# design 1

Figure 1. Metal layers overlaid (design 1).
Scale bar: 50 um. Only two layers are drawn.
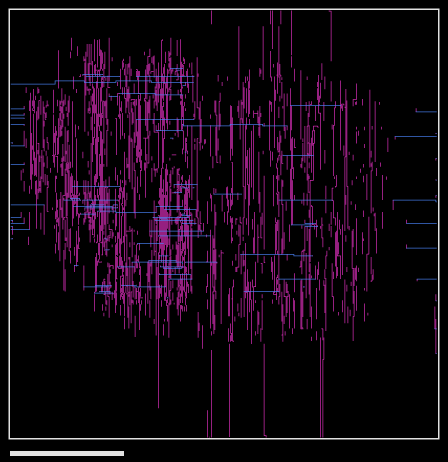

`src/rtl/hpu_pkg.sv`:
```
// Shared definitions for the host-side video memory path: VRAM region map,
// loader command opcodes, loader parser states and pointer arithmetic.
package hpu_pkg;

    // VRAM region base addresses as seen by the pixel processor
    localparam logic [15:0] TILE_OFFSET       = 16'h0000;
    localparam logic [15:0] NAMETABLE_OFFSET  = 16'h1800;
    localparam logic [15:0] ATTR_OFFSET       = 16'h2700;
    localparam logic [15:0] PALETTE_OFFSET    = 16'h2AC0;
    localparam logic [15:0] VRAM_SIZE_DEFAULT = 16'h2B00;

    // Loader command opcodes (first byte of every command)
    localparam logic [7:0] OP_ADDR  = 8'h01;
    localparam logic [7:0] OP_WRITE = 8'h02;
    localparam logic [7:0] OP_FILL  = 8'h03;

    // Loader parser states
    typedef enum logic [3:0] {
        ST_IDLE     = 4'd0,
        ST_ADDR_HI  = 4'd1,
        ST_ADDR_LO  = 4'd2,
        ST_WR_LEN   = 4'd3,
        ST_WR_DATA  = 4'd4,
        ST_FILL_HI  = 4'd5,
        ST_FILL_LO  = 4'd6,
        ST_FILL_VAL = 4'd7,
        ST_FILL_RUN = 4'd8
    } loader_state_e;

    // Advance a VRAM pointer, wrapping to 0 at the end of the address space
    function automatic logic [15:0] ptr_next(input logic [15:0] ptr,
                                             input logic [15:0] size);
        logic [15:0] inc;
        inc = ptr + 16'd1;
        return (inc == size) ? 16'd0 : inc;
    endfunction

endpackage

```
`src/rtl/vram_wr_fifo.sv`:
```
// Small write buffer between the command parser and the VRAM commit stage.
// Entries are {addr, data}. A push while full or a pop while empty is ignored;
// fullness is judged on the current occupancy only, so a pop in the same cycle
// does not make room for a push.
module vram_wr_fifo #(
    parameter int DEPTH = 4,
    parameter int WIDTH = 24
) (
    input  logic             clk,
    input  logic             reset,
    input  logic             push_i,
    input  logic [WIDTH-1:0] push_data_i,
    input  logic             pop_i,
    output logic [WIDTH-1:0] pop_data_o,
    output logic             full_o,
    output logic             empty_o
);

    localparam int AW = (DEPTH > 1) ? $clog2(DEPTH) : 1;

    logic [WIDTH-1:0] mem_q [DEPTH];
    logic [AW:0]      wr_ptr_q;
    logic [AW:0]      rd_ptr_q;
    logic             do_push;
    logic             do_pop;

    // Extra pointer bit distinguishes full from empty when the indices match
    assign full_o     = (wr_ptr_q[AW] != rd_ptr_q[AW]) &&
                        (wr_ptr_q[AW-1:0] == rd_ptr_q[AW-1:0]);
    assign empty_o    = (wr_ptr_q == rd_ptr_q);
    assign do_push    = push_i && !full_o;
    assign do_pop     = pop_i && !empty_o;
    assign pop_data_o = mem_q[rd_ptr_q[AW-1:0]];

    // Read/write pointers; reset flushes the buffer
    always_ff @(posedge clk or posedge reset) begin
        if (reset) begin
            wr_ptr_q <= '0;
            rd_ptr_q <= '0;
        end else begin
            if (do_push) wr_ptr_q <= wr_ptr_q + 1'b1;
            if (do_pop)  rd_ptr_q <= rd_ptr_q + 1'b1;
        end
    end

    // Storage array; contents are don't-care until written
    always_ff @(posedge clk) begin
        if (do_push) mem_q[wr_ptr_q[AW-1:0]] <= push_data_i;
    end

endmodule

```
`src/rtl/vram_loader.sv`:
```
// Host-side VRAM writer. Parses the byte command stream (ADDR / WRITE / FILL),
// queues the resulting (addr, data) writes in a small FIFO and commits one per
// cycle to the VRAM write port while the display side allows it.
//
// Handshake: a byte on rx_data transfers at a rising edge where
// rx_valid && rx_ready; rx_ready never depends on rx_valid, and rx_valid may
// be raised or dropped freely between transfers.
module vram_loader
    import hpu_pkg::*;
#(
    parameter logic [15:0] VRAM_SIZE  = VRAM_SIZE_DEFAULT,
    parameter int          FIFO_DEPTH = 4
) (
    input  logic        clk,
    input  logic        reset,
    input  logic [7:0]  rx_data,
    input  logic        rx_valid,
    output logic        rx_ready,
    input  logic        wr_allow,
    output logic        vram_we,
    output logic [15:0] vram_addr,
    output logic [7:0]  vram_wdata,
    output logic        busy,
    output logic        cmd_error
);

    loader_state_e state_q;
    logic [15:0]   ptr_q;
    logic [7:0]    addr_hi_q;
    logic [8:0]    wr_cnt_q;
    logic [15:0]   fill_cnt_q;
    logic [7:0]    fill_val_q;
    logic          cmd_error_q;
    logic          vram_we_q;
    logic [15:0]   vram_addr_q;
    logic [7:0]    vram_wdata_q;

    logic          rx_ready_c;
    logic          rx_fire;
    logic          push_c;
    logic [23:0]   push_data_c;
    logic          pop_c;
    logic [23:0]   fifo_head;
    logic          fifo_full;
    logic          fifo_empty;

    // Byte acceptance depends on parser state; data bytes wait for FIFO room
    always_comb begin
        rx_ready_c = 1'b1;
        case (state_q)
            ST_WR_DATA:  rx_ready_c = !fifo_full;
            ST_FILL_RUN: rx_ready_c = 1'b0;
            default:     rx_ready_c = 1'b1;
        endcase
        if (reset) rx_ready_c = 1'b0;
    end

    assign rx_fire = rx_valid && rx_ready_c;

    // FIFO push source: incoming data byte in WRITE, stored value in FILL
    always_comb begin
        push_c      = 1'b0;
        push_data_c = {ptr_q, rx_data};
        if (state_q == ST_WR_DATA) begin
            push_c = rx_fire;
        end else if (state_q == ST_FILL_RUN) begin
            push_c      = !fifo_full;
            push_data_c = {ptr_q, fill_val_q};
        end
    end

    assign pop_c = !fifo_empty && wr_allow;

    vram_wr_fifo #(
        .DEPTH (FIFO_DEPTH),
        .WIDTH (24)
    ) u_fifo (
        .clk         (clk),
        .reset       (reset),
        .push_i      (push_c),
        .push_data_i (push_data_c),
        .pop_i       (pop_c),
        .pop_data_o  (fifo_head),
        .full_o      (fifo_full),
        .empty_o     (fifo_empty)
    );

    // Command parser: state, pointer, counters and the error pulse
    always_ff @(posedge clk or posedge reset) begin
        if (reset) begin
            state_q     <= ST_IDLE;
            ptr_q       <= '0;
            addr_hi_q   <= '0;
            wr_cnt_q    <= '0;
            fill_cnt_q  <= '0;
            fill_val_q  <= '0;
            cmd_error_q <= 1'b0;
        end else begin
            cmd_error_q <= 1'b0;
            case (state_q)
                ST_IDLE: begin
                    if (rx_fire) begin
                        case (rx_data)
                            OP_ADDR:  state_q <= ST_ADDR_HI;
                            OP_WRITE: state_q <= ST_WR_LEN;
                            OP_FILL:  state_q <= ST_FILL_HI;
                            default:  cmd_error_q <= 1'b1;
                        endcase
                    end
                end
                ST_ADDR_HI: begin
                    if (rx_fire) begin
                        addr_hi_q <= rx_data;
                        state_q   <= ST_ADDR_LO;
                    end
                end
                ST_ADDR_LO: begin
                    if (rx_fire) begin
                        if ({addr_hi_q, rx_data} >= VRAM_SIZE) begin
                            ptr_q       <= '0;
                            cmd_error_q <= 1'b1;
                        end else begin
                            ptr_q <= {addr_hi_q, rx_data};
                        end
                        state_q <= ST_IDLE;
                    end
                end
                ST_WR_LEN: begin
                    if (rx_fire) begin
                        // A length byte of 0 means a full 256-byte burst
                        wr_cnt_q <= (rx_data == 8'd0) ? 9'd256 : {1'b0, rx_data};
                        state_q  <= ST_WR_DATA;
                    end
                end
                ST_WR_DATA: begin
                    if (rx_fire) begin
                        ptr_q    <= ptr_next(ptr_q, VRAM_SIZE);
                        wr_cnt_q <= wr_cnt_q - 9'd1;
                        if (wr_cnt_q == 9'd1) state_q <= ST_IDLE;
                    end
                end
                ST_FILL_HI: begin
                    if (rx_fire) begin
                        fill_cnt_q[15:8] <= rx_data;
                        state_q          <= ST_FILL_LO;
                    end
                end
                ST_FILL_LO: begin
                    if (rx_fire) begin
                        fill_cnt_q[7:0] <= rx_data;
                        state_q         <= ST_FILL_VAL;
                    end
                end
                ST_FILL_VAL: begin
                    if (rx_fire) begin
                        fill_val_q <= rx_data;
                        state_q    <= (fill_cnt_q == 16'd0) ? ST_IDLE : ST_FILL_RUN;
                    end
                end
                ST_FILL_RUN: begin
                    if (!fifo_full) begin
                        ptr_q      <= ptr_next(ptr_q, VRAM_SIZE);
                        fill_cnt_q <= fill_cnt_q - 16'd1;
                        if (fill_cnt_q == 16'd1) state_q <= ST_IDLE;
                    end
                end
                default: state_q <= ST_IDLE;
            endcase
        end
    end

    // Commit stage: one registered write strobe per FIFO pop
    always_ff @(posedge clk or posedge reset) begin
        if (reset) begin
            vram_we_q    <= 1'b0;
            vram_addr_q  <= '0;
            vram_wdata_q <= '0;
        end else begin
            vram_we_q <= pop_c;
            if (pop_c) begin
                vram_addr_q  <= fifo_head[23:8];
                vram_wdata_q <= fifo_head[7:0];
            end
        end
    end

    assign rx_ready   = rx_ready_c;
    assign vram_we    = vram_we_q;
    assign vram_addr  = vram_addr_q;
    assign vram_wdata = vram_wdata_q;
    assign cmd_error  = cmd_error_q;
    assign busy       = (state_q != ST_IDLE) || !fifo_empty || vram_we_q;

endmodule

```
`config.mk`:
```
export PLATFORM = sky130hd
export DESIGN_NAME = vram_loader
export DESIGN_NICKNAME = d
export VERILOG_FILES = /design/src/rtl/hpu_pkg.sv /design/src/rtl/vram_wr_fifo.sv /design/src/rtl/vram_loader.sv
export SDC_FILE = /design/constraint.sdc
export NUM_CORES = 1
export LEC_CHECK = 0
export CAP_MARGIN = 25
export CORE_MARGIN = 4
export CORE_UTILIZATION = 27
export CTS_CLUSTER_DIAMETER = 150
export CTS_CLUSTER_SIZE = 30
export DETAILED_ROUTE_END_ITERATION = 10
export GPL_ROUTABILITY_DRIVEN = 1
export PLACE_DENSITY = 0.54
export REMOVE_ABC_BUFFERS = 1
export SLEW_MARGIN = 20
export SYNTH_ARGS = -nofsm -noshare
export SYNTH_HDL_FRONTEND = slang
export SYNTH_SLANG_ARGS = --single-unit
export TNS_END_PERCENT = 5
```
`constraint.sdc`:
```
create_clock -name clk -period 6.6 [get_ports clk]
set_clock_uncertainty 0.2 [all_clocks]
set_input_delay 0.99 -clock clk [delete_from_list [all_inputs] [get_ports clk]]
set_output_delay 0.99 -clock clk [all_outputs]
set_load 0.05 [all_outputs]
```
# design 2

## src/rtl/io_ctrl.sv

```systemverilog
// io_ctrl: CPU-facing I/O controller bridging a CPU write/interrupt interface
// to a UART transmitter and receiver.
//
// Build option: IO_CTRL_TX_FIFO_EN
//   undefined : single-byte TX buffer, w_busy = buffer loaded OR FSM not idle
//   defined   : 4-entry TX FIFO, w_busy = FIFO full
//
// Ports
//   clk, rst            : clock and synchronous active-high reset
//   w_req, w_data       : CPU write request pulse and the byte to send
//   w_busy              : write path cannot take a byte this cycle
//   ack, intr_en        : CPU receive acknowledge and interrupt enable
//   irr                 : interrupt request (pending AND intr_en)
//   r_data              : last received byte
//   rx_valid, rx_data   : UART receiver byte strobe and byte
//   tx_start, tx_data   : one-cycle start pulse and byte to the UART transmitter
//   tx_busy             : UART transmitter busy
//   rx_overrun, tx_drop : sticky error flags, cleared only by rst
module io_ctrl (
  input  logic       clk,
  input  logic       rst,
  input  logic       w_req,
  input  logic [7:0] w_data,
  output logic       w_busy,
  input  logic       ack,
  input  logic       intr_en,
  output logic       irr,
  output logic [7:0] r_data,
  input  logic       rx_valid,
  input  logic [7:0] rx_data,
  output logic       tx_start,
  output logic [7:0] tx_data,
  input  logic       tx_busy,
  output logic       rx_overrun,
  output logic       tx_drop
);

  localparam logic [1:0] ST_IDLE    = 2'd0;
  localparam logic [1:0] ST_LAUNCH  = 2'd1;
  localparam logic [1:0] ST_WAIT_HI = 2'd2;
  localparam logic [1:0] ST_WAIT_LO = 2'd3;

  logic [1:0] state_q, state_d;
  logic       tx_start_q, tx_start_d;
  logic [7:0] tx_data_q, tx_data_d;
  logic       pending_q, pending_d;
  logic [7:0] r_data_q, r_data_d;
  logic       rx_overrun_q, rx_overrun_d;
  logic       tx_drop_q, tx_drop_d;

  logic       avail_s;   // a byte is waiting to be launched
  logic [7:0] head_s;    // the byte that would be launched next
  logic       pop_s;     // in-flight byte is released this cycle
  logic       accept_s;  // w_req is taken this cycle
  logic       w_busy_s;

  // TX FSM next state; tx_start is registered so it is high exactly while in LAUNCH
  always_comb begin
    state_d    = state_q;
    tx_start_d = 1'b0;
    tx_data_d  = tx_data_q;
    pop_s      = 1'b0;
    case (state_q)
      ST_IDLE: begin
        if (avail_s) begin
          state_d    = ST_LAUNCH;
          tx_start_d = 1'b1;
          tx_data_d  = head_s;
        end else begin
          state_d = ST_IDLE;
        end
      end
      ST_LAUNCH: begin
        state_d = ST_WAIT_HI;
      end
      ST_WAIT_HI: begin
        // no timeout: wait as long as the transmitter takes to respond
        if (tx_busy) begin
          state_d = ST_WAIT_LO;
        end else begin
          state_d = ST_WAIT_HI;
        end
      end
      ST_WAIT_LO: begin
        if (!tx_busy) begin
          state_d = ST_IDLE;
          pop_s   = 1'b1;
        end else begin
          state_d = ST_WAIT_LO;
        end
      end
      default: begin
        state_d = ST_IDLE;
      end
    endcase
  end

  // TX FSM and launch registers
  always_ff @(posedge clk) begin
    if (rst) begin
      state_q    <= ST_IDLE;
      tx_start_q <= 1'b0;
      tx_data_q  <= 8'h00;
    end else begin
      state_q    <= state_d;
      tx_start_q <= tx_start_d;
      tx_data_q  <= tx_data_d;
    end
  end

`ifdef IO_CTRL_TX_FIFO_EN
  logic [7:0] mem_q [4];
  logic [1:0] wr_ptr_q, wr_ptr_d;
  logic [1:0] rd_ptr_q, rd_ptr_d;
  logic [2:0] count_q, count_d;
  logic       full_s;

  assign full_s   = (count_q == 3'd4);
  assign w_busy_s = full_s;
  // a pop frees a slot in the same cycle, so a full FIFO may still take a push
  assign accept_s = w_req & (~full_s | pop_s);
  assign avail_s  = (count_q != 3'd0);
  // the head entry stays in the FIFO until its transfer completes
  assign head_s   = mem_q[rd_ptr_q];

  // FIFO pointer and count next state; pointers wrap naturally at 2 bits
  always_comb begin
    wr_ptr_d = wr_ptr_q;
    rd_ptr_d = rd_ptr_q;
    count_d  = count_q;
    if (accept_s) begin
      wr_ptr_d = wr_ptr_q + 2'd1;
    end else begin
      wr_ptr_d = wr_ptr_q;
    end
    if (pop_s) begin
      rd_ptr_d = rd_ptr_q + 2'd1;
    end else begin
      rd_ptr_d = rd_ptr_q;
    end
    case ({accept_s, pop_s})
      2'b10:   count_d = count_q + 3'd1;
      2'b01:   count_d = count_q - 3'd1;
      default: count_d = count_q;
    endcase
  end

  // FIFO storage, pointers and count
  always_ff @(posedge clk) begin
    if (rst) begin
      for (int i = 0; i < 4; i++) begin
        mem_q[i] <= 8'h00;
      end
      wr_ptr_q <= 2'd0;
      rd_ptr_q <= 2'd0;
      count_q  <= 3'd0;
    end else begin
      if (accept_s) begin
        mem_q[wr_ptr_q] <= w_data;
      end
      wr_ptr_q <= wr_ptr_d;
      rd_ptr_q <= rd_ptr_d;
      count_q  <= count_d;
    end
  end
`else
  logic       buf_valid_q, buf_valid_d;
  logic [7:0] buf_data_q, buf_data_d;

  // the buffer holds its byte until the transfer ends, so busy covers the whole flight
  assign w_busy_s = buf_valid_q | (state_q != ST_IDLE);
  assign accept_s = w_req & ~w_busy_s;
  assign avail_s  = buf_valid_q;
  assign head_s   = buf_data_q;

  // single buffer next state; accept and release never coincide
  always_comb begin
    buf_valid_d = buf_valid_q;
    buf_data_d  = buf_data_q;
    if (accept_s) begin
      buf_valid_d = 1'b1;
      buf_data_d  = w_data;
    end else if (pop_s) begin
      buf_valid_d = 1'b0;
    end else begin
      buf_valid_d = buf_valid_q;
    end
  end

  // single buffer registers
  always_ff @(posedge clk) begin
    if (rst) begin
      buf_valid_q <= 1'b0;
      buf_data_q  <= 8'h00;
    end else begin
      buf_valid_q <= buf_valid_d;
      buf_data_q  <= buf_data_d;
    end
  end
`endif

  // RX path and sticky flags; rx_valid wins over ack in the same cycle
  always_comb begin
    pending_d    = pending_q;
    r_data_d     = r_data_q;
    rx_overrun_d = rx_overrun_q;
    tx_drop_d    = tx_drop_q | (w_req & ~accept_s);
    if (rx_valid) begin
      pending_d = 1'b1;
      r_data_d  = rx_data;
      if (pending_q && !ack) begin
        rx_overrun_d = 1'b1;
      end else begin
        rx_overrun_d = rx_overrun_q;
      end
    end else if (ack) begin
      pending_d = 1'b0;
    end else begin
      pending_d = pending_q;
    end
  end

  // RX and flag registers
  always_ff @(posedge clk) begin
    if (rst) begin
      pending_q    <= 1'b0;
      r_data_q     <= 8'h00;
      rx_overrun_q <= 1'b0;
      tx_drop_q    <= 1'b0;
    end else begin
      pending_q    <= pending_d;
      r_data_q     <= r_data_d;
      rx_overrun_q <= rx_overrun_d;
      tx_drop_q    <= tx_drop_d;
    end
  end

  assign w_busy     = w_busy_s;
  assign irr        = pending_q & intr_en;
  assign r_data     = r_data_q;
  assign tx_start   = tx_start_q;
  assign tx_data    = tx_data_q;
  assign rx_overrun = rx_overrun_q;
  assign tx_drop    = tx_drop_q;

endmodule
```

## config.mk

```make
export PLATFORM = sky130hd
export DESIGN_NAME = io_ctrl
export DESIGN_NICKNAME = d
export VERILOG_FILES = /design/src/rtl/io_ctrl.sv
export SDC_FILE = /design/constraint.sdc
export NUM_CORES = 1
export LEC_CHECK = 0
export CORE_MARGIN = 1.5
export CORE_UTILIZATION = 41
export CTS_CLUSTER_SIZE = 28
export DETAILED_ROUTE_END_ITERATION = 8
export GPL_ROUTABILITY_DRIVEN = 0
export PLACE_DENSITY = 0.79
export SETUP_SLACK_MARGIN = 0.02
export SLEW_MARGIN = 20
export SYNTH_ARGS = -nofsm -noshare
export SYNTH_HDL_FRONTEND = slang
export SYNTH_SLANG_ARGS = --single-unit
```

## constraint.sdc

```tcl
create_clock -name clk -period 1.75 [get_ports clk]
set_clock_uncertainty 0.2 [all_clocks]
set_input_delay 0.2625 -clock clk [delete_from_list [all_inputs] [get_ports clk]]
set_output_delay 0.2625 -clock clk [all_outputs]
set_load 0.02 [all_outputs]
```

# design 3

==> config.mk <==
export PLATFORM = sky130hd
export DESIGN_NAME = pipe_cla_addsub
export DESIGN_NICKNAME = d
export VERILOG_FILES = /design/src/rtl/pipe_cla_addsub.sv
export SDC_FILE = /design/constraint.sdc
export NUM_CORES = 1
export LEC_CHECK = 0
export ABC_AREA = 0
export ABC_CLOCK_PERIOD_IN_PS = 3900
export CORE_UTILIZATION = 35
export CTS_CLUSTER_DIAMETER = 120
export CTS_CLUSTER_SIZE = 24
export DETAILED_ROUTE_END_ITERATION = 16
export HOLD_SLACK_MARGIN = 0.08
export SLEW_MARGIN = 15
export SYNTH_ARGS = -nofsm -noshare
export SYNTH_HDL_FRONTEND = slang
export SYNTH_SLANG_ARGS = --single-unit
==> constraint.sdc <==
create_clock -name clk -period 3.9 [get_ports clk]
set_input_delay 0.78 -clock clk [delete_from_list [all_inputs] [get_ports clk]]
set_output_delay 0.78 -clock clk [all_outputs]
set_load 0.02 [all_outputs]
==> src/rtl/pipe_cla_addsub.sv <==
// Pipelined two's-complement add/subtract with optional saturation.
// Each stage resolves one WIDTH/STAGES slice with nibble CLA logic; slice carries ripple stage to stage.
module pipe_cla_addsub #(
    parameter int unsigned WIDTH  = 16,
    parameter int unsigned STAGES = 2
) (
    input  logic             clk,
    input  logic             rst,
    input  logic             in_valid,
    output logic             in_ready,
    input  logic [WIDTH-1:0] A,
    input  logic [WIDTH-1:0] B,
    input  logic [1:0]       mode,
    output logic             out_valid,
    input  logic             out_ready,
    output logic [WIDTH-1:0] Sum,
    output logic             Cout,
    output logic             Ovfl,
    output logic             pos_Ovfl,
    output logic             neg_Ovfl,
    output logic             Zero
);

    localparam int unsigned SW   = WIDTH / STAGES;
    localparam int unsigned NIB  = SW / 4;
    localparam int unsigned LAST = STAGES - 1;

    // Slice adder: 4-bit lookahead nibbles, nibble group P/G producing the next nibble carry.
    function automatic logic [SW:0] cla_slice(input logic [SW-1:0] a,
                                              input logic [SW-1:0] b,
                                              input logic          cin);
        logic [SW-1:0] s;
        logic [3:0]    p;
        logic [3:0]    g;
        logic [3:0]    c;
        logic          cg;
        s  = '0;
        cg = cin;
        for (int unsigned n = 0; n < NIB; n++) begin
            p    = a[n*4 +: 4] ^ b[n*4 +: 4];
            g    = a[n*4 +: 4] & b[n*4 +: 4];
            c[0] = cg;
            c[1] = g[0] | (p[0] & cg);
            c[2] = g[1] | (p[1] & g[0]) | (p[1] & p[0] & cg);
            c[3] = g[2] | (p[2] & g[1]) | (p[2] & p[1] & g[0]) | (p[2] & p[1] & p[0] & cg);
            s[n*4 +: 4] = p ^ c;
            cg = g[3] | (p[3] & g[2]) | (p[3] & p[2] & g[1]) | (p[3] & p[2] & p[1] & g[0])
               | ((&p) & cg);
        end
        return {cg, s};
    endfunction

    logic             w_advance;
    logic             r_v   [STAGES];
    logic [WIDTH-1:0] r_a   [STAGES];
    logic [WIDTH-1:0] r_b   [STAGES];
    logic [WIDTH-1:0] r_s   [STAGES];
    logic             r_sat [STAGES];
    logic             r_c   [STAGES];

    assign w_advance = ~r_v[LAST] | out_ready;
    assign in_ready  = w_advance;

    for (genvar k = 0; k < STAGES; k++) begin : g_stage
        logic             w_v;
        logic             w_cin;
        logic             w_sat;
        logic [WIDTH-1:0] w_a;
        logic [WIDTH-1:0] w_b;
        logic [WIDTH-1:0] w_s_in;
        logic [WIDTH-1:0] w_s;
        logic [SW:0]      w_slice;

        if (k == 0) begin : g_in
            // Subtraction folds into B inversion plus carry-in; only the saturate bit travels on.
            assign w_v    = in_valid;
            assign w_a    = A;
            assign w_b    = mode[0] ? ~B : B;
            assign w_sat  = mode[1];
            assign w_cin  = mode[0];
            assign w_s_in = '0;
        end else begin : g_link
            assign w_v    = r_v[k-1];
            assign w_a    = r_a[k-1];
            assign w_b    = r_b[k-1];
            assign w_sat  = r_sat[k-1];
            assign w_cin  = r_c[k-1];
            assign w_s_in = r_s[k-1];
        end

        assign w_slice = cla_slice(w_a[k*SW +: SW], w_b[k*SW +: SW], w_cin);

        always_comb begin
            w_s = w_s_in;
            w_s[k*SW +: SW] = w_slice[SW-1:0];
        end

        always_ff @(posedge clk) begin
            if (rst) begin
                r_v[k]   <= 1'b0;
                r_a[k]   <= '0;
                r_b[k]   <= '0;
                r_s[k]   <= '0;
                r_sat[k] <= 1'b0;
                r_c[k]   <= 1'b0;
            end else if (w_advance) begin
                r_v[k]   <= w_v;
                r_a[k]   <= w_a;
                r_b[k]   <= w_b;
                r_s[k]   <= w_s;
                r_sat[k] <= w_sat;
                r_c[k]   <= w_slice[SW];
            end
        end
    end

    logic w_pos;
    logic w_neg;

    assign w_pos     = ~r_a[LAST][WIDTH-1] & ~r_b[LAST][WIDTH-1] &  r_s[LAST][WIDTH-1];
    assign w_neg     =  r_a[LAST][WIDTH-1] &  r_b[LAST][WIDTH-1] & ~r_s[LAST][WIDTH-1];
    assign pos_Ovfl  = w_pos;
    assign neg_Ovfl  = w_neg;
    assign Ovfl      = w_pos | w_neg;
    assign Cout      = r_c[LAST];
    assign out_valid = r_v[LAST];

    always_comb begin
        Sum = r_s[LAST];
        if (r_sat[LAST] && w_pos) begin
            Sum = {1'b0, {(WIDTH-1){1'b1}}};
        end else if (r_sat[LAST] && w_neg) begin
            Sum = {1'b1, {(WIDTH-1){1'b0}}};
        end
    end

    // Gated by valid so the cleared post-reset state reports Zero=0.
    assign Zero = r_v[LAST] & (Sum == '0);

endmodule

Figure 2. Register map, names as in the netlist (design 3).
Scale bar: 20 um.
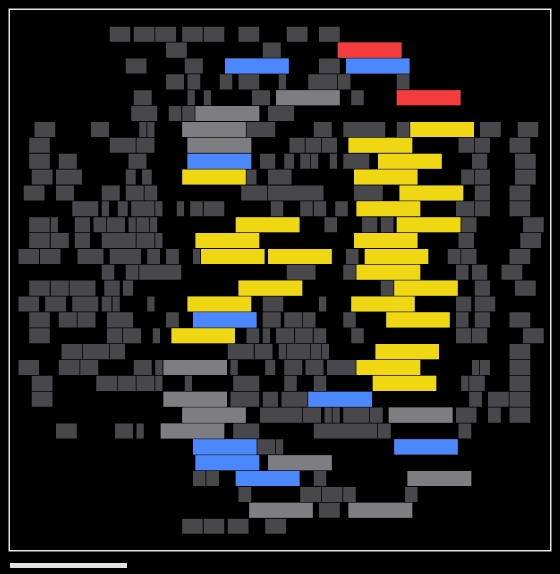
[blue] `r_a` | sequential cells: 9
[yellow] `r_s` | sequential cells: 24
[red] `r_v` | sequential cells: 2
not coloured: 13

==> flow_summary.toml, design 3 <==
# flow metrics
[cts]
cts_made_buffers = 5
cts_max_level = 2
clkTransAtPathRegs_ps = 80

[timing]
maxSlewHeadroom = 0.527
rsz0062_at_grt = "no"
setup_tns_ps = 0
report.final.setup_viol = 0

[synthesis]
yosys-top-cells-area = "edfxtp_1, ha_1, and2_1"
synth_flops = 48
synth.cellmix.xorXnorShare = 0.0641

[cells_and_area]
comb_area_sq_um = 1340
seq_share = 0.393
fillCellCount = 751

[worst_hold_path]
min_path_cells = 1
min-delay-start = "r_s[0][3]"

[outcome]
status = "completed"

[place]
place_congestion = 0.788

[flow_run]
drv_cap = 0

[floorplan]
rows = 32

[setup_path]
crit_path_start = "mode[0]"
design 3: per-layer routing:
| layer | track usage | routed length, um | vias up |
|---|---|---|---|
| met3 | 0.0222 | 219 | 8 |
| li1 | - | - | 996 |
| met5 | 0 | 0 | - |
| met4 | 0.0534 | 90 | 0 |
| met2 | 0.226 | 2480 | 59 |
| met1 | 0.156 | 2420 | 874 |
design 3: cells in the final DEF, fill, tap and decap left out, types with 2 or more instances in the layout:
master,netlist,layout
clkdlybuf4s50_1,0,60
edfxtp_1,48,48
and2_1,25,25
nor2_1,20,20
a21o_1,17,17
ha_1,16,16
xnor2_1,11,11
xor2_1,10,10
and3_1,6,6
inv_1,5,5
nand2_1,5,5
nor4_1,5,5
clkbuf_8,0,5
a211oi_1,4,4
o21ai_0,4,4
o31a_1,4,4
or3_1,4,4
nor3_1,4,4
buf_4,1,4
nand2b_1,4,3
nor4b_1,3,3
mux2i_1,3,3
fa_1,3,3
a21oi_1,2,2
a211o_1,2,2
o21a_1,2,2
a2111o_1,2,2
a221oi_1,2,2
design 3: state kept, by name (all words and copies together) (netlist names):
| signal | cells |
|---|---|
| r_v | 2 |
| r_c | 2 |
| r_b | 9 |
| r_s | 24 |
| r_a | 9 |
| r_sat | 2 |
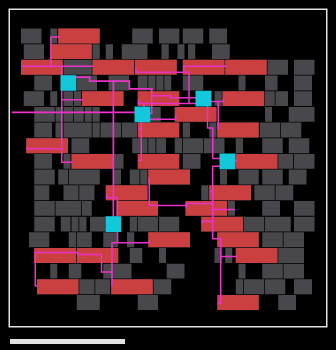
Figure 3: design 2, routed clock nets over the placement.
Scale bar: 20 um.
[magenta] clock wires | length: 306 um
[red] flip-flops | count: 31
[cyan] clock drivers | count: 5
routed clock nets: 6
clk ins delay skew pair: 320 ps
Clk pwr share: 0.268

==> flow_summary.toml, design 2 <==
# flow metrics
[floorplan]
tap-cell-count = 30
core_sq_um = 2500
rows = 18

[global_route]
gr-usage-met2 = 0.274
top_usage_layer = "met2"

[cells_and_area]
num-nets-final = 191
mostFrequentLayoutCells = "dfxtp_1, nor2_1, clkdlybuf4s50_1, mux2i_1, nand2_1"
fillCellCount = 215
comb_area_sq_um = 460
logic_gates = 77
diodes = 0

[flow_run]
warnings = 27

[detailed_routing]
drc = 0
routed-wl-met2_mm = 1.13
wl_met1_um = 975

[synthesis]
synth_top_cell_by_count = "dfxtp_1"
synth_top_area_share = 0.564
compound_area_frac = 0.0693

[outcome]
status = "completed"

[setup_path]
worst_r2r_startpoint = "avail_s"
cp_max_fo = 1

[cts]
hold_buffers = 0

[place]
port_buffers = 43
dpl.hpwl_mm = 1.78
==> design 2: sequential cells by signal (all words and copies together), names as in the netlist <==
| signal | cells |
|---|---|
| r_data | 8 |
| state_q | 2 |
| tx_drop | 1 |
| rx_overrun | 1 |
| avail_s | 1 |
| tx_start | 1 |
| pending_q | 1 |
| buf_data_q | 8 |
| tx_data | 8 |
==> design 2: worst min-delay path by stage <==
stage,endpoint,slack (ps),cells after the start
floorplan,tx_start,130,1
global placement,buf_data_q[6],240,2
detailed placement,buf_data_q[6],250,2
CTS,buf_data_q[6],260,2
global route,buf_data_q[0],280,2
finish,buf_data_q[6],260,2
==> design 2: through the flow <==
| step | hold slack, ps | std cells | total power, mW | util | area (sq um) |
|---|---|---|---|---|---|
| 3_5_place_dp | 250 | 191 | 1.28 | 0.645 | 1610 |
| 4_1_cts | 263 | 199 | 1.71 | 0.663 | 1660 |
| 6_report | 265 | 199 | 1.71 | 0.671 | 1680 |
| 2_1_floorplan | 134 | 115 | 1.07 | - | 1100 |
| 5_1_grt | 283 | 199 | 1.79 | 0.671 | 1680 |
| 3_3_place_gp | 242 | 191 | 1.26 | 0.645 | 1610 |
Figure 4. Register map, names as in the netlist (design 1).
Scale bar: 50 um.
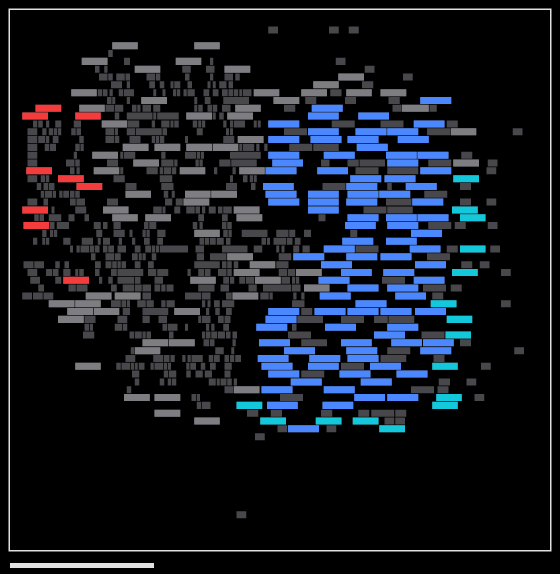
[blue] `u_fifo.mem_q` | sequential cells: 96
[red] `wr_cnt_q` | sequential cells: 9
[cyan] `vram_addr` | sequential cells: 16
register fraction of the total cell area: 0.511
Final Util: 0.322
Seq. pwr: 1.91 mW
area taken by flip-flops and latches: 5210 sq um

Notes on Figure 1 above:
[magenta] metal 2 | wire length: 9,620 um
[blue] metal 3 | wire length: 988 um

==> flow_summary.toml, design 1 <==
# flow metrics
[global_route]
grt_pass1_wl_mm = 32.8
gr-total-overflow = 0
grt_pass1_vias = 5700

[pwr]
p_sw_frac = 0.385
pwr-share-clk = 0.235
p_comb_frac = 0.352
pwr-share-seq = 0.413

[synthesis]
ys_cells = 692
edf_count = 96
synth.cellmix.xorXnorShare = 0.0100

[timing]
maxSlewHeadroom = 0.410

[cells_and_area]
top_area_cell_class = "registers"
flops = 189

[setup_path]
ff2ff_path_depth = 6
rrSetupSlack_ps = 3360

[floorplan]
die_area_sq_um = 35300

[detailed_routing]
vias = 5707
drc = 0

[outcome]
status = "completed"

[place]
port_buffers = 39
## design 1: flip-flops by register name (all words and copies together), names as in the netlist
name,flops
vram_addr,16
addr_hi_q,8
state_q,4
u_fifo.wr_ptr_q,3
cmd_error,1
wr_cnt_q,9
vram_we,1
u_fifo.mem_q,96
ptr_q,16
fill_cnt_q,16
u_fifo.rd_ptr_q,3
vram_wdata,8
fill_val_q,8
## design 1: per-stage QoR
| stage | setup WS, ps | hold slack, ps |
|---|---|---|
| 2_1_floorplan | 1850 | 250 |
| 3_3_place_gp | 2540 | 264 |
| 3_5_place_dp | 2520 | 271 |
| 4_1_cts | 2190 | 287 |
| 5_1_grt | 2000 | 316 |
| 6_report | 2230 | 285 |
## design 1: routing by layer
layer / routed length, um / part of all wire / global-route usage / vias up
li1: - / - / - / 2679
met1: 9680 / 0.47 / 0.165 / 2851
met2: 9620 / 0.47 / 0.189 / 158
met3: 987 / 0.048 / 0.0253 / 19
met4: 225 / 0.011 / 0.0291 / 0
met5: 0 / 0 / 0 / -
## design 1: critical path, stage by stage, from the launching register on
cell             delay, ps
dfrtp_2                390
buf_4                  290
xnor2_1                410
nand2_1                230
or4b_2                 690
clkdlybuf4s50_1        730

# design 4

Figure 5. Routed clock nets over the placement (design 4).
Scale bar: 50 um.
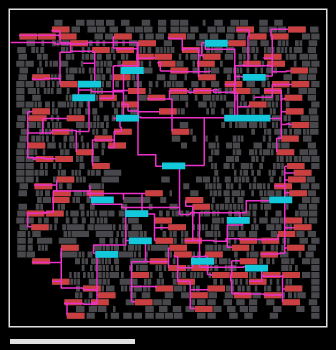

--- src/rtl/lsu_mem.sv ---
// MEM-stage load/store unit: byte-lane alignment, write strobes, load extension
// and a req/gnt/rvalid data-memory handshake, with EX/MEM forwarding outputs.
module lsu_mem (
  input  logic        clk,
  input  logic        rst_n,
  input  logic        ex_valid,
  input  logic [6:0]  ex_opcode,
  input  logic [2:0]  ex_funct3,
  input  logic [4:0]  ex_rd,
  input  logic [31:0] ex_alu_out,
  input  logic [31:0] ex_rs2_data,
  output logic        ex_ready,
  output logic        stall,
  output logic        mem_req,
  output logic        mem_we,
  output logic [31:0] mem_addr,
  output logic [31:0] mem_wdata,
  output logic [3:0]  mem_wstrb,
  input  logic        mem_gnt,
  input  logic        mem_rvalid,
  input  logic [31:0] mem_rdata,
  output logic        wb_valid,
  output logic [4:0]  wb_rd,
  output logic [31:0] wb_data,
  output logic [4:0]  rd_ex_mem,
  output logic [31:0] rd_data_ex_mem,
  output logic        misalign_err
);

  localparam logic [6:0] OP_LOAD  = 7'b0000011;
  localparam logic [6:0] OP_STORE = 7'b0100011;

  typedef enum logic [1:0] {
    S_IDLE = 2'd0,
    S_REQ  = 2'd1,
    S_RESP = 2'd2
  } state_t;

  state_t      state;
  logic [2:0]  op_funct3;
  logic [1:0]  op_off;
  logic [4:0]  op_rd;

  logic        accept_c;
  logic        is_load_c;
  logic        is_store_c;
  logic        legal_c;
  logic        misaligned_c;
  logic [1:0]  off_c;
  logic [3:0]  st_wstrb_c;
  logic [31:0] st_wdata_c;
  logic [31:0] ld_shift_c;
  logic [31:0] ld_data_c;

  // Decode, legality and store lane placement for the op presented by EX.
  always_comb begin
    accept_c     = ex_valid & ex_ready;
    is_load_c    = (ex_opcode == OP_LOAD);
    is_store_c   = (ex_opcode == OP_STORE);
    off_c        = ex_alu_out[1:0];
    legal_c      = 1'b0;
    misaligned_c = 1'b0;
    st_wstrb_c   = 4'b0000;
    st_wdata_c   = 32'h0;
    if (is_load_c) begin
      legal_c = (ex_funct3 == 3'b000) || (ex_funct3 == 3'b001) || (ex_funct3 == 3'b010) ||
                (ex_funct3 == 3'b100) || (ex_funct3 == 3'b101);
    end else if (is_store_c) begin
      legal_c = (ex_funct3 == 3'b000) || (ex_funct3 == 3'b001) || (ex_funct3 == 3'b010);
    end
    case (ex_funct3[1:0])
      2'b01:   misaligned_c = off_c[0];
      2'b10:   misaligned_c = (off_c != 2'b00);
      default: misaligned_c = 1'b0;
    endcase
    case (ex_funct3[1:0])
      2'b00: begin
        st_wstrb_c = 4'b0001 << off_c;
        st_wdata_c = {4{ex_rs2_data[7:0]}};
      end
      2'b01: begin
        st_wstrb_c = 4'b0011 << off_c;
        st_wdata_c = {2{ex_rs2_data[15:0]}};
      end
      default: begin
        st_wstrb_c = 4'b1111;
        st_wdata_c = ex_rs2_data;
      end
    endcase
  end

  // Load extract from the returned word using the offset latched at accept.
  always_comb begin
    ld_shift_c = mem_rdata >> {op_off, 3'b000};
    case (op_funct3)
      3'b000:  ld_data_c = {{24{ld_shift_c[7]}}, ld_shift_c[7:0]};
      3'b001:  ld_data_c = {{16{ld_shift_c[15]}}, ld_shift_c[15:0]};
      3'b100:  ld_data_c = {24'h0, ld_shift_c[7:0]};
      3'b101:  ld_data_c = {16'h0, ld_shift_c[15:0]};
      default: ld_data_c = mem_rdata;
    endcase
  end

  // FSM with registered outputs; wb/forwarding/error are single-cycle pulses.
  always_ff @(posedge clk) begin
    if (!rst_n) begin
      state          <= S_IDLE;
      op_funct3      <= 3'b000;
      op_off         <= 2'b00;
      op_rd          <= 5'd0;
      ex_ready       <= 1'b1;
      stall          <= 1'b0;
      mem_req        <= 1'b0;
      mem_we         <= 1'b0;
      mem_addr       <= 32'h0;
      mem_wdata      <= 32'h0;
      mem_wstrb      <= 4'b0000;
      wb_valid       <= 1'b0;
      wb_rd          <= 5'd0;
      wb_data        <= 32'h0;
      rd_ex_mem      <= 5'd0;
      rd_data_ex_mem <= 32'h0;
      misalign_err   <= 1'b0;
    end else begin
      wb_valid       <= 1'b0;
      wb_rd          <= 5'd0;
      wb_data        <= 32'h0;
      rd_ex_mem      <= 5'd0;
      rd_data_ex_mem <= 32'h0;
      misalign_err   <= 1'b0;
      case (state)
        S_IDLE: begin
          if (accept_c) begin
            if (!is_load_c && !is_store_c) begin
              wb_valid       <= 1'b1;
              wb_rd          <= ex_rd;
              wb_data        <= ex_alu_out;
              rd_ex_mem      <= ex_rd;
              rd_data_ex_mem <= ex_alu_out;
            end else if (!legal_c || misaligned_c) begin
              misalign_err <= 1'b1;
            end else begin
              state     <= S_REQ;
              ex_ready  <= 1'b0;
              stall     <= 1'b1;
              op_funct3 <= ex_funct3;
              op_off    <= off_c;
              op_rd     <= ex_rd;
              mem_req   <= 1'b1;
              mem_we    <= is_store_c;
              mem_addr  <= {ex_alu_out[31:2], 2'b00};
              mem_wdata <= is_store_c ? st_wdata_c : 32'h0;
              mem_wstrb <= is_store_c ? st_wstrb_c : 4'b0000;
            end
          end
        end
        S_REQ: begin
          if (mem_gnt) begin
            mem_req   <= 1'b0;
            mem_we    <= 1'b0;
            mem_addr  <= 32'h0;
            mem_wdata <= 32'h0;
            mem_wstrb <= 4'b0000;
            if (mem_we) begin
              state    <= S_IDLE;
              ex_ready <= 1'b1;
              stall    <= 1'b0;
            end else begin
              state <= S_RESP;
            end
          end
        end
        S_RESP: begin
          if (mem_rvalid) begin
            state          <= S_IDLE;
            ex_ready       <= 1'b1;
            stall          <= 1'b0;
            wb_valid       <= 1'b1;
            wb_rd          <= op_rd;
            wb_data        <= ld_data_c;
            rd_ex_mem      <= op_rd;
            rd_data_ex_mem <= ld_data_c;
          end
        end
        default: begin
          state    <= S_IDLE;
          ex_ready <= 1'b1;
          stall    <= 1'b0;
          mem_req  <= 1'b0;
        end
      endcase
    end
  end

endmodule
--- config.mk ---
export PLATFORM = sky130hd
export DESIGN_NAME = lsu_mem
export DESIGN_NICKNAME = d
export VERILOG_FILES = /design/src/rtl/lsu_mem.sv
export SDC_FILE = /design/constraint.sdc
export NUM_CORES = 1
export LEC_CHECK = 0
export ABC_AREA = 1
export ABC_CLOCK_PERIOD_IN_PS = 2600
export CAP_MARGIN = 20
export CORE_MARGIN = 2
export CORE_UTILIZATION = 40
export DETAILED_ROUTE_END_ITERATION = 10
export GPL_TIMING_DRIVEN = 1
export PLACE_DENSITY_LB_ADDON = 0.25
export SLEW_MARGIN = 10
export SYNTH_ARGS = -nofsm -noshare
export SYNTH_HDL_FRONTEND = slang
export SYNTH_SLANG_ARGS = --single-unit
--- constraint.sdc ---
create_clock -name clk -period 2.6 [get_ports clk]
set_clock_uncertainty 0.2 [all_clocks]
set_input_delay 0.39 -clock clk [delete_from_list [all_inputs] [get_ports clk]]
set_output_delay 0.39 -clock clk [all_outputs]
set_load 0.01 [all_outputs]
# design 5

==> src/rtl/comp_divider_host.sv <==
// Initiator-side sequencer for a CompDivider Run/Ready divider: takes divide requests, drives the
// clear/settle/run/wait sequence and returns quotient/remainder on a buffered response port.
module comp_divider_host #(
    parameter int WIDTH          = 32,
    parameter int TIMEOUT_CYCLES = 64,
    parameter int CNT_W          = 8
) (
    input  logic             clk,
    input  logic             Reset,
    input  logic             req_valid,
    output logic             req_ready,
    input  logic [WIDTH-1:0] req_dividend,
    input  logic [WIDTH-1:0] req_divisor,
    output logic             rsp_valid,
    input  logic             rsp_ready,
    output logic [WIDTH-1:0] rsp_quotient,
    output logic [WIDTH-1:0] rsp_remainder,
    output logic             rsp_err,
    output logic             Div_Reset,
    output logic             Div_Run,
    output logic [WIDTH-1:0] Div_Dividend,
    output logic [WIDTH-1:0] Div_Divisor,
    input  logic [WIDTH-1:0] Div_Quotient,
    input  logic [WIDTH-1:0] Div_Remainder,
    input  logic             Div_Ready
);

    typedef enum logic [2:0] {
        IDLE,
        CLR,
        SETTLE,
        RUN,
        RESP
    } state_t;

    state_t             state_q, state_d;
    logic               req_ready_q, req_ready_d;
    logic               rsp_valid_q, rsp_valid_d;
    logic [WIDTH-1:0]   rsp_quotient_q, rsp_quotient_d;
    logic [WIDTH-1:0]   rsp_remainder_q, rsp_remainder_d;
    logic               rsp_err_q, rsp_err_d;
    logic               div_reset_q, div_reset_d;
    logic               div_run_q, div_run_d;
    logic [WIDTH-1:0]   div_dividend_q, div_dividend_d;
    logic [WIDTH-1:0]   div_divisor_q, div_divisor_d;
    logic [CNT_W-1:0]   cnt_q, cnt_d;
    logic               ready_dly_q, ready_dly_d;

    logic               ready_rise;
    logic               cnt_expired;

    // Only a fresh 0->1 transition of Ready counts; a level left over from the last op does not.
    assign ready_rise  = Div_Ready & ~ready_dly_q;
    assign cnt_expired = (cnt_q == CNT_W'(TIMEOUT_CYCLES - 1));

    always_comb begin
        // NOTE: every variable gets a default here so no path through the case infers a latch.
        state_d         = state_q;
        req_ready_d     = req_ready_q;
        rsp_valid_d     = rsp_valid_q;
        rsp_quotient_d  = rsp_quotient_q;
        rsp_remainder_d = rsp_remainder_q;
        rsp_err_d       = rsp_err_q;
        div_reset_d     = 1'b0;
        div_run_d       = div_run_q;
        div_dividend_d  = div_dividend_q;
        div_divisor_d   = div_divisor_q;
        cnt_d           = cnt_q;
        ready_dly_d     = Div_Ready;

        unique case (state_q)
            IDLE: begin
                req_ready_d = 1'b1;
                if (req_valid && req_ready_q) begin
                    req_ready_d    = 1'b0;
                    div_dividend_d = req_dividend;
                    div_divisor_d  = req_divisor;
                    if (req_divisor == '0) begin
                        // Divide-by-zero is answered locally; the divider is never started.
                        state_d         = RESP;
                        rsp_valid_d     = 1'b1;
                        rsp_quotient_d  = '1;
                        rsp_remainder_d = req_dividend;
                        rsp_err_d       = 1'b1;
                    end else begin
                        state_d     = CLR;
                        div_reset_d = 1'b1;
                    end
                end
            end
            CLR: begin
                state_d = SETTLE;
            end
            SETTLE: begin
                state_d   = RUN;
                div_run_d = 1'b1;
            end
            RUN: begin
                cnt_d = cnt_q + 1'b1;
                if (ready_rise) begin
                    state_d         = RESP;
                    div_run_d       = 1'b0;
                    rsp_valid_d     = 1'b1;
                    rsp_quotient_d  = Div_Quotient;
                    rsp_remainder_d = Div_Remainder;
                    rsp_err_d       = 1'b0;
                end else if (cnt_expired) begin
                    state_d         = RESP;
                    div_run_d       = 1'b0;
                    rsp_valid_d     = 1'b1;
                    rsp_quotient_d  = '0;
                    rsp_remainder_d = '0;
                    rsp_err_d       = 1'b1;
                end
            end
            RESP: begin
                if (rsp_ready && rsp_valid_q) begin
                    state_d     = IDLE;
                    rsp_valid_d = 1'b0;
                    req_ready_d = 1'b1;
                    cnt_d       = '0;
                end
            end
            default: begin
                state_d = IDLE;
            end
        endcase
    end

    // NOTE: sequential state uses non-blocking assignments only, so all flops update together.
    always_ff @(posedge clk or negedge Reset) begin
        if (!Reset) begin
            state_q         <= IDLE;
            req_ready_q     <= 1'b0;
            rsp_valid_q     <= 1'b0;
            rsp_quotient_q  <= '0;
            rsp_remainder_q <= '0;
            rsp_err_q       <= 1'b0;
            div_reset_q     <= 1'b0;
            div_run_q       <= 1'b0;
            div_dividend_q  <= '0;
            div_divisor_q   <= '0;
            cnt_q           <= '0;
            ready_dly_q     <= 1'b0;
        end else begin
            state_q         <= state_d;
            req_ready_q     <= req_ready_d;
            rsp_valid_q     <= rsp_valid_d;
            rsp_quotient_q  <= rsp_quotient_d;
            rsp_remainder_q <= rsp_remainder_d;
            rsp_err_q       <= rsp_err_d;
            div_reset_q     <= div_reset_d;
            div_run_q       <= div_run_d;
            div_dividend_q  <= div_dividend_d;
            div_divisor_q   <= div_divisor_d;
            cnt_q           <= cnt_d;
            ready_dly_q     <= ready_dly_d;
        end
    end

    assign req_ready     = req_ready_q;
    assign rsp_valid     = rsp_valid_q;
    assign rsp_quotient  = rsp_quotient_q;
    assign rsp_remainder = rsp_remainder_q;
    assign rsp_err       = rsp_err_q;
    assign Div_Reset     = div_reset_q;
    assign Div_Run       = div_run_q;
    assign Div_Dividend  = div_dividend_q;
    assign Div_Divisor   = div_divisor_q;

endmodule

==> config.mk <==
export PLATFORM = sky130hd
export DESIGN_NAME = comp_divider_host
export DESIGN_NICKNAME = d
export VERILOG_FILES = /design/src/rtl/comp_divider_host.sv
export SDC_FILE = /design/constraint.sdc
export NUM_CORES = 1
export LEC_CHECK = 0
export CAP_MARGIN = 20
export CORE_ASPECT_RATIO = 0.7
export CORE_MARGIN = 2
export CORE_UTILIZATION = 43
export DETAILED_ROUTE_END_ITERATION = 7
export GPL_TIMING_DRIVEN = 0
export PLACE_DENSITY = 0.88
export SYNTH_ARGS = -nofsm -noshare
export SYNTH_HDL_FRONTEND = slang
export SYNTH_SLANG_ARGS = --single-unit
==> constraint.sdc <==
create_clock -name clk -period 2.44 [get_ports clk]
set_input_delay 0.488 -clock clk [delete_from_list [all_inputs] [get_ports clk]]
set_output_delay 0.488 -clock clk [all_outputs]
set_load 0.02 [all_outputs]
Figure 6. Metal layers overlaid (design 4).
Scale bar: 50 um. Only two layers are drawn.
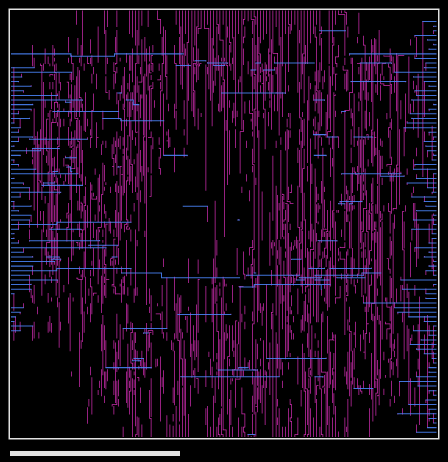
[magenta] metal 2 | wire length: 9,750 um
[blue] metal 3 | wire length: 1,400 um

Figure 7. Register map, names as in the netlist (design 4).
Scale bar: 50 um.
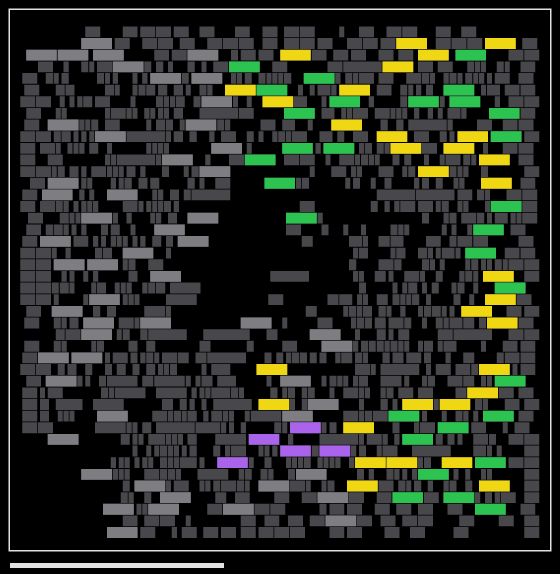
[purple] `op_rd` | sequential cells: 5 | where: bottom centre
[yellow] `rd_data_ex_mem` | sequential cells: 32
[green] `mem_addr` | sequential cells: 30
area taken by flip-flops and latches: 2420 sq um
Final Util: 0.623
Seq. pwr: 1.89 mW
register fraction of the total cell area: 0.267

## Picture notes: Figure 5
[magenta] clock wires | length: 1,640 um
[cyan] clock drivers | count: 17
[red] flip-flops | count: 121
flops lie: widely spread

==> flow_summary.toml, design 4 <==
# flow metrics
[synthesis]
yosys_warnings = 0
ys_seq_frac = 0.406
syn_inst = 860

[place]
dp_cells = 1236

[timing]
hold_violations = 0
whs_ps = 255

[worst_hold_path]
whs_endpoint = "mem_addr[7]"
min-delay-start = "mem_addr[7]"

[cells_and_area]
diodes = 0

[outcome]
status = "completed"

[detailed_routing]
wl_met1_mm = 8.38
ant_nets = 0

[flow_run]
drv_cap = 0

[global_route]
antenna_found_initial = 0

[floorplan]
num_io_pins = 264

[setup_path]
critPathMostFrequentCell = "nand2_1"
cp_max_fo = 37
## design 4: metal layers
metal,up-vias,track usage
met1,2924,0.305
li1,3203,-
met3,19,0.0654
met5,-,0
met4,0,0.0633
met2,283,0.421
## design 4: cells by family after synthesis
logic type,Yosys count,share of synthesized area
buffers and inverters,134,0.125
AND-OR/OR-AND,183,0.168
AND/OR/NAND/NOR,418,0.294
adder cells (fa/ha/maj),3,0.00629
flip-flops,121,0.406
other,1,0.000628
## design 4: where the power goes
part | total [mW] | switching [mW] | leakage, nW | internal (mW)
logic | 0.572 | 0.263 | 2.22 | 0.309
registers | 1.89 | 0.0129 | 0.980 | 1.88
clock network | 2.13 | 0.786 | 0.257 | 1.34
## design 4: cells in the final DEF, fill, tap and decap left out, types with 3 or more instances in the layout
cell type and count:
nor2_1 78, a21oi_2 9, nand2_1 273, nand2_2 3, o2111ai_1 6, a21oi_1 121, inv_1 36, nand4_1 37
clkdlybuf4s50_1 261, ha_1 3, o22ai_1 7, nand3_1 16, o211ai_1 8, buf_4 14, clkinv_2 4, clkbuf_16 17
buf_12 11, clkbuf_1 6, dfxtp_1 121, o21ai_0 29, nor2_2 4
Figure 8. Routed clock nets over the placement (design 5).
Scale bar: 50 um.
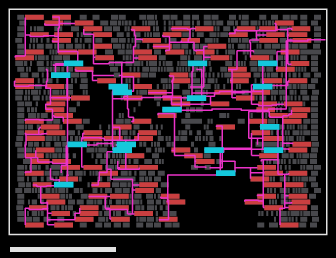
[cyan] clock drivers | count: 17
[magenta] clock wires | length: 1,900 um
[red] flip-flops | count: 145
routed clock nets: 18
clk_skew: 9.81 ps
Clk pwr share: 0.217

==> flow_summary.toml, design 5 <==
# flow metrics
[synthesis]
avgSynthCellArea_sq_um = 9.24
synthMuxAreaShare = 0.0570
syn-num-nets = 818
yosys_most_used_dff = "dfrtp_1"
top_cells_by_count = "nand2_1, dfrtp_1, nand3_1, a21oi_1, a22oi_1"
yosys-top-cells-area = "dfrtp_1, nand2_1, mux2_2"
ys_seq_frac = 0.574
synth.cellmix.xorXnorShare = 0.00831
synth_top_area_share = 0.574

[pwr]
p_seq_mw = 4.11
p_comb_frac = 0.467
p_clk_mw = 2.82

[setup_path]
crit_path_start = "req_divisor[10]"

[cells_and_area]
diodes = 0
fin_util = 0.683

[floorplan]
initCoreUtil = 0.435

[outcome]
status = "completed"
## design 5: worst max-delay path, cell delays in order
cell             delay, ps
clkdlybuf4s50_1        420
nor4_1                 380
nand4_1                360
o32ai_4                310
buf_4                  180
buf_6                  160
mux2_2                 340
## design 5: final cells by class
| type | count | share of cell area |
|---|---|---|
| Sequential cell | 145 | 0.366 |
| Timing Repair Buffer | 270 | 0.273 |
| Multi-Input combinational cell | 490 | 0.249 |
| Clock buffer | 19 | 0.0456 |
| Tap cell | 195 | 0.0246 |
| Buffer | 48 | 0.0233 |
| Clock inverter | 13 | 0.0184 |
| Inverter | 1 | 0.000378 |
## design 5: per-stage QoR
stage / std cells / area, sq um
after floorplan: 684 / 6320
after global placement: 1144 / 9220
after detailed placement: 1145 / 9250
after CTS: 1181 / 9910
after global routing: 1181 / 9930
final: 1181 / 9930
## design 5: metal layers
layer | GRT usage | up-vias | part of all wire | wire length [um]
met3 | 0.0913 | 44 | 0.094 | 1940
met2 | 0.427 | 284 | 0.47 | 9720
met4 | 0.100 | 0 | 0.026 | 536
met1 | 0.337 | 2976 | 0.41 | 8510
met5 | 0 | - | 0 | 0
li1 | - | 2856 | - | -


## Gallery

Metal layers overlaid.
image #1
Scale bar: 20 um. Only two layers are drawn.
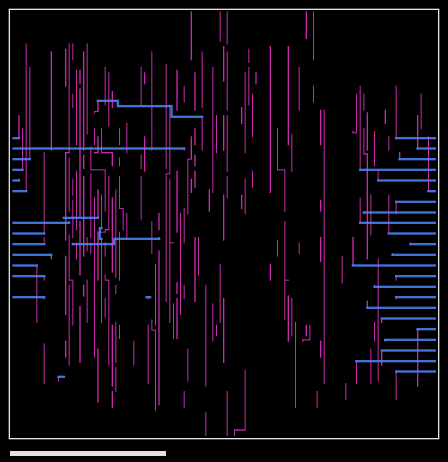
image #2
Scale bar: 50 um. Only two layers are drawn.
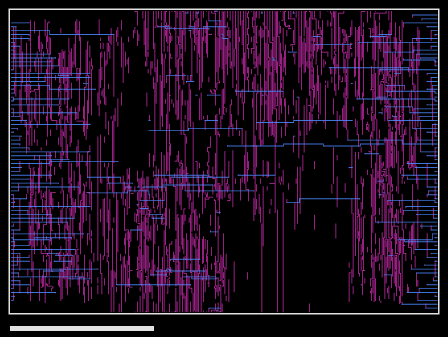
image #3
Scale bar: 20 um. Only two layers are drawn.
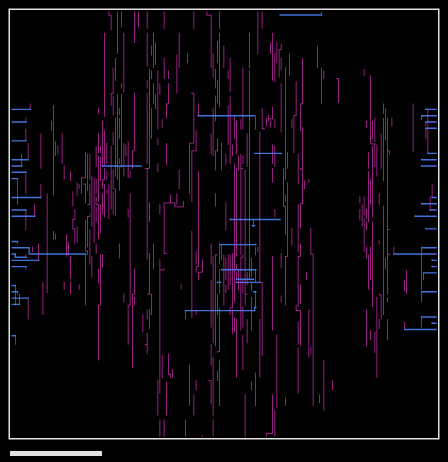
- smallest die: image #1
- most wire: image #2
For design 3, see image #3.
For design 5, see image #2.
For design 2, see image #1.

Power and IR drop assume default switching activity.
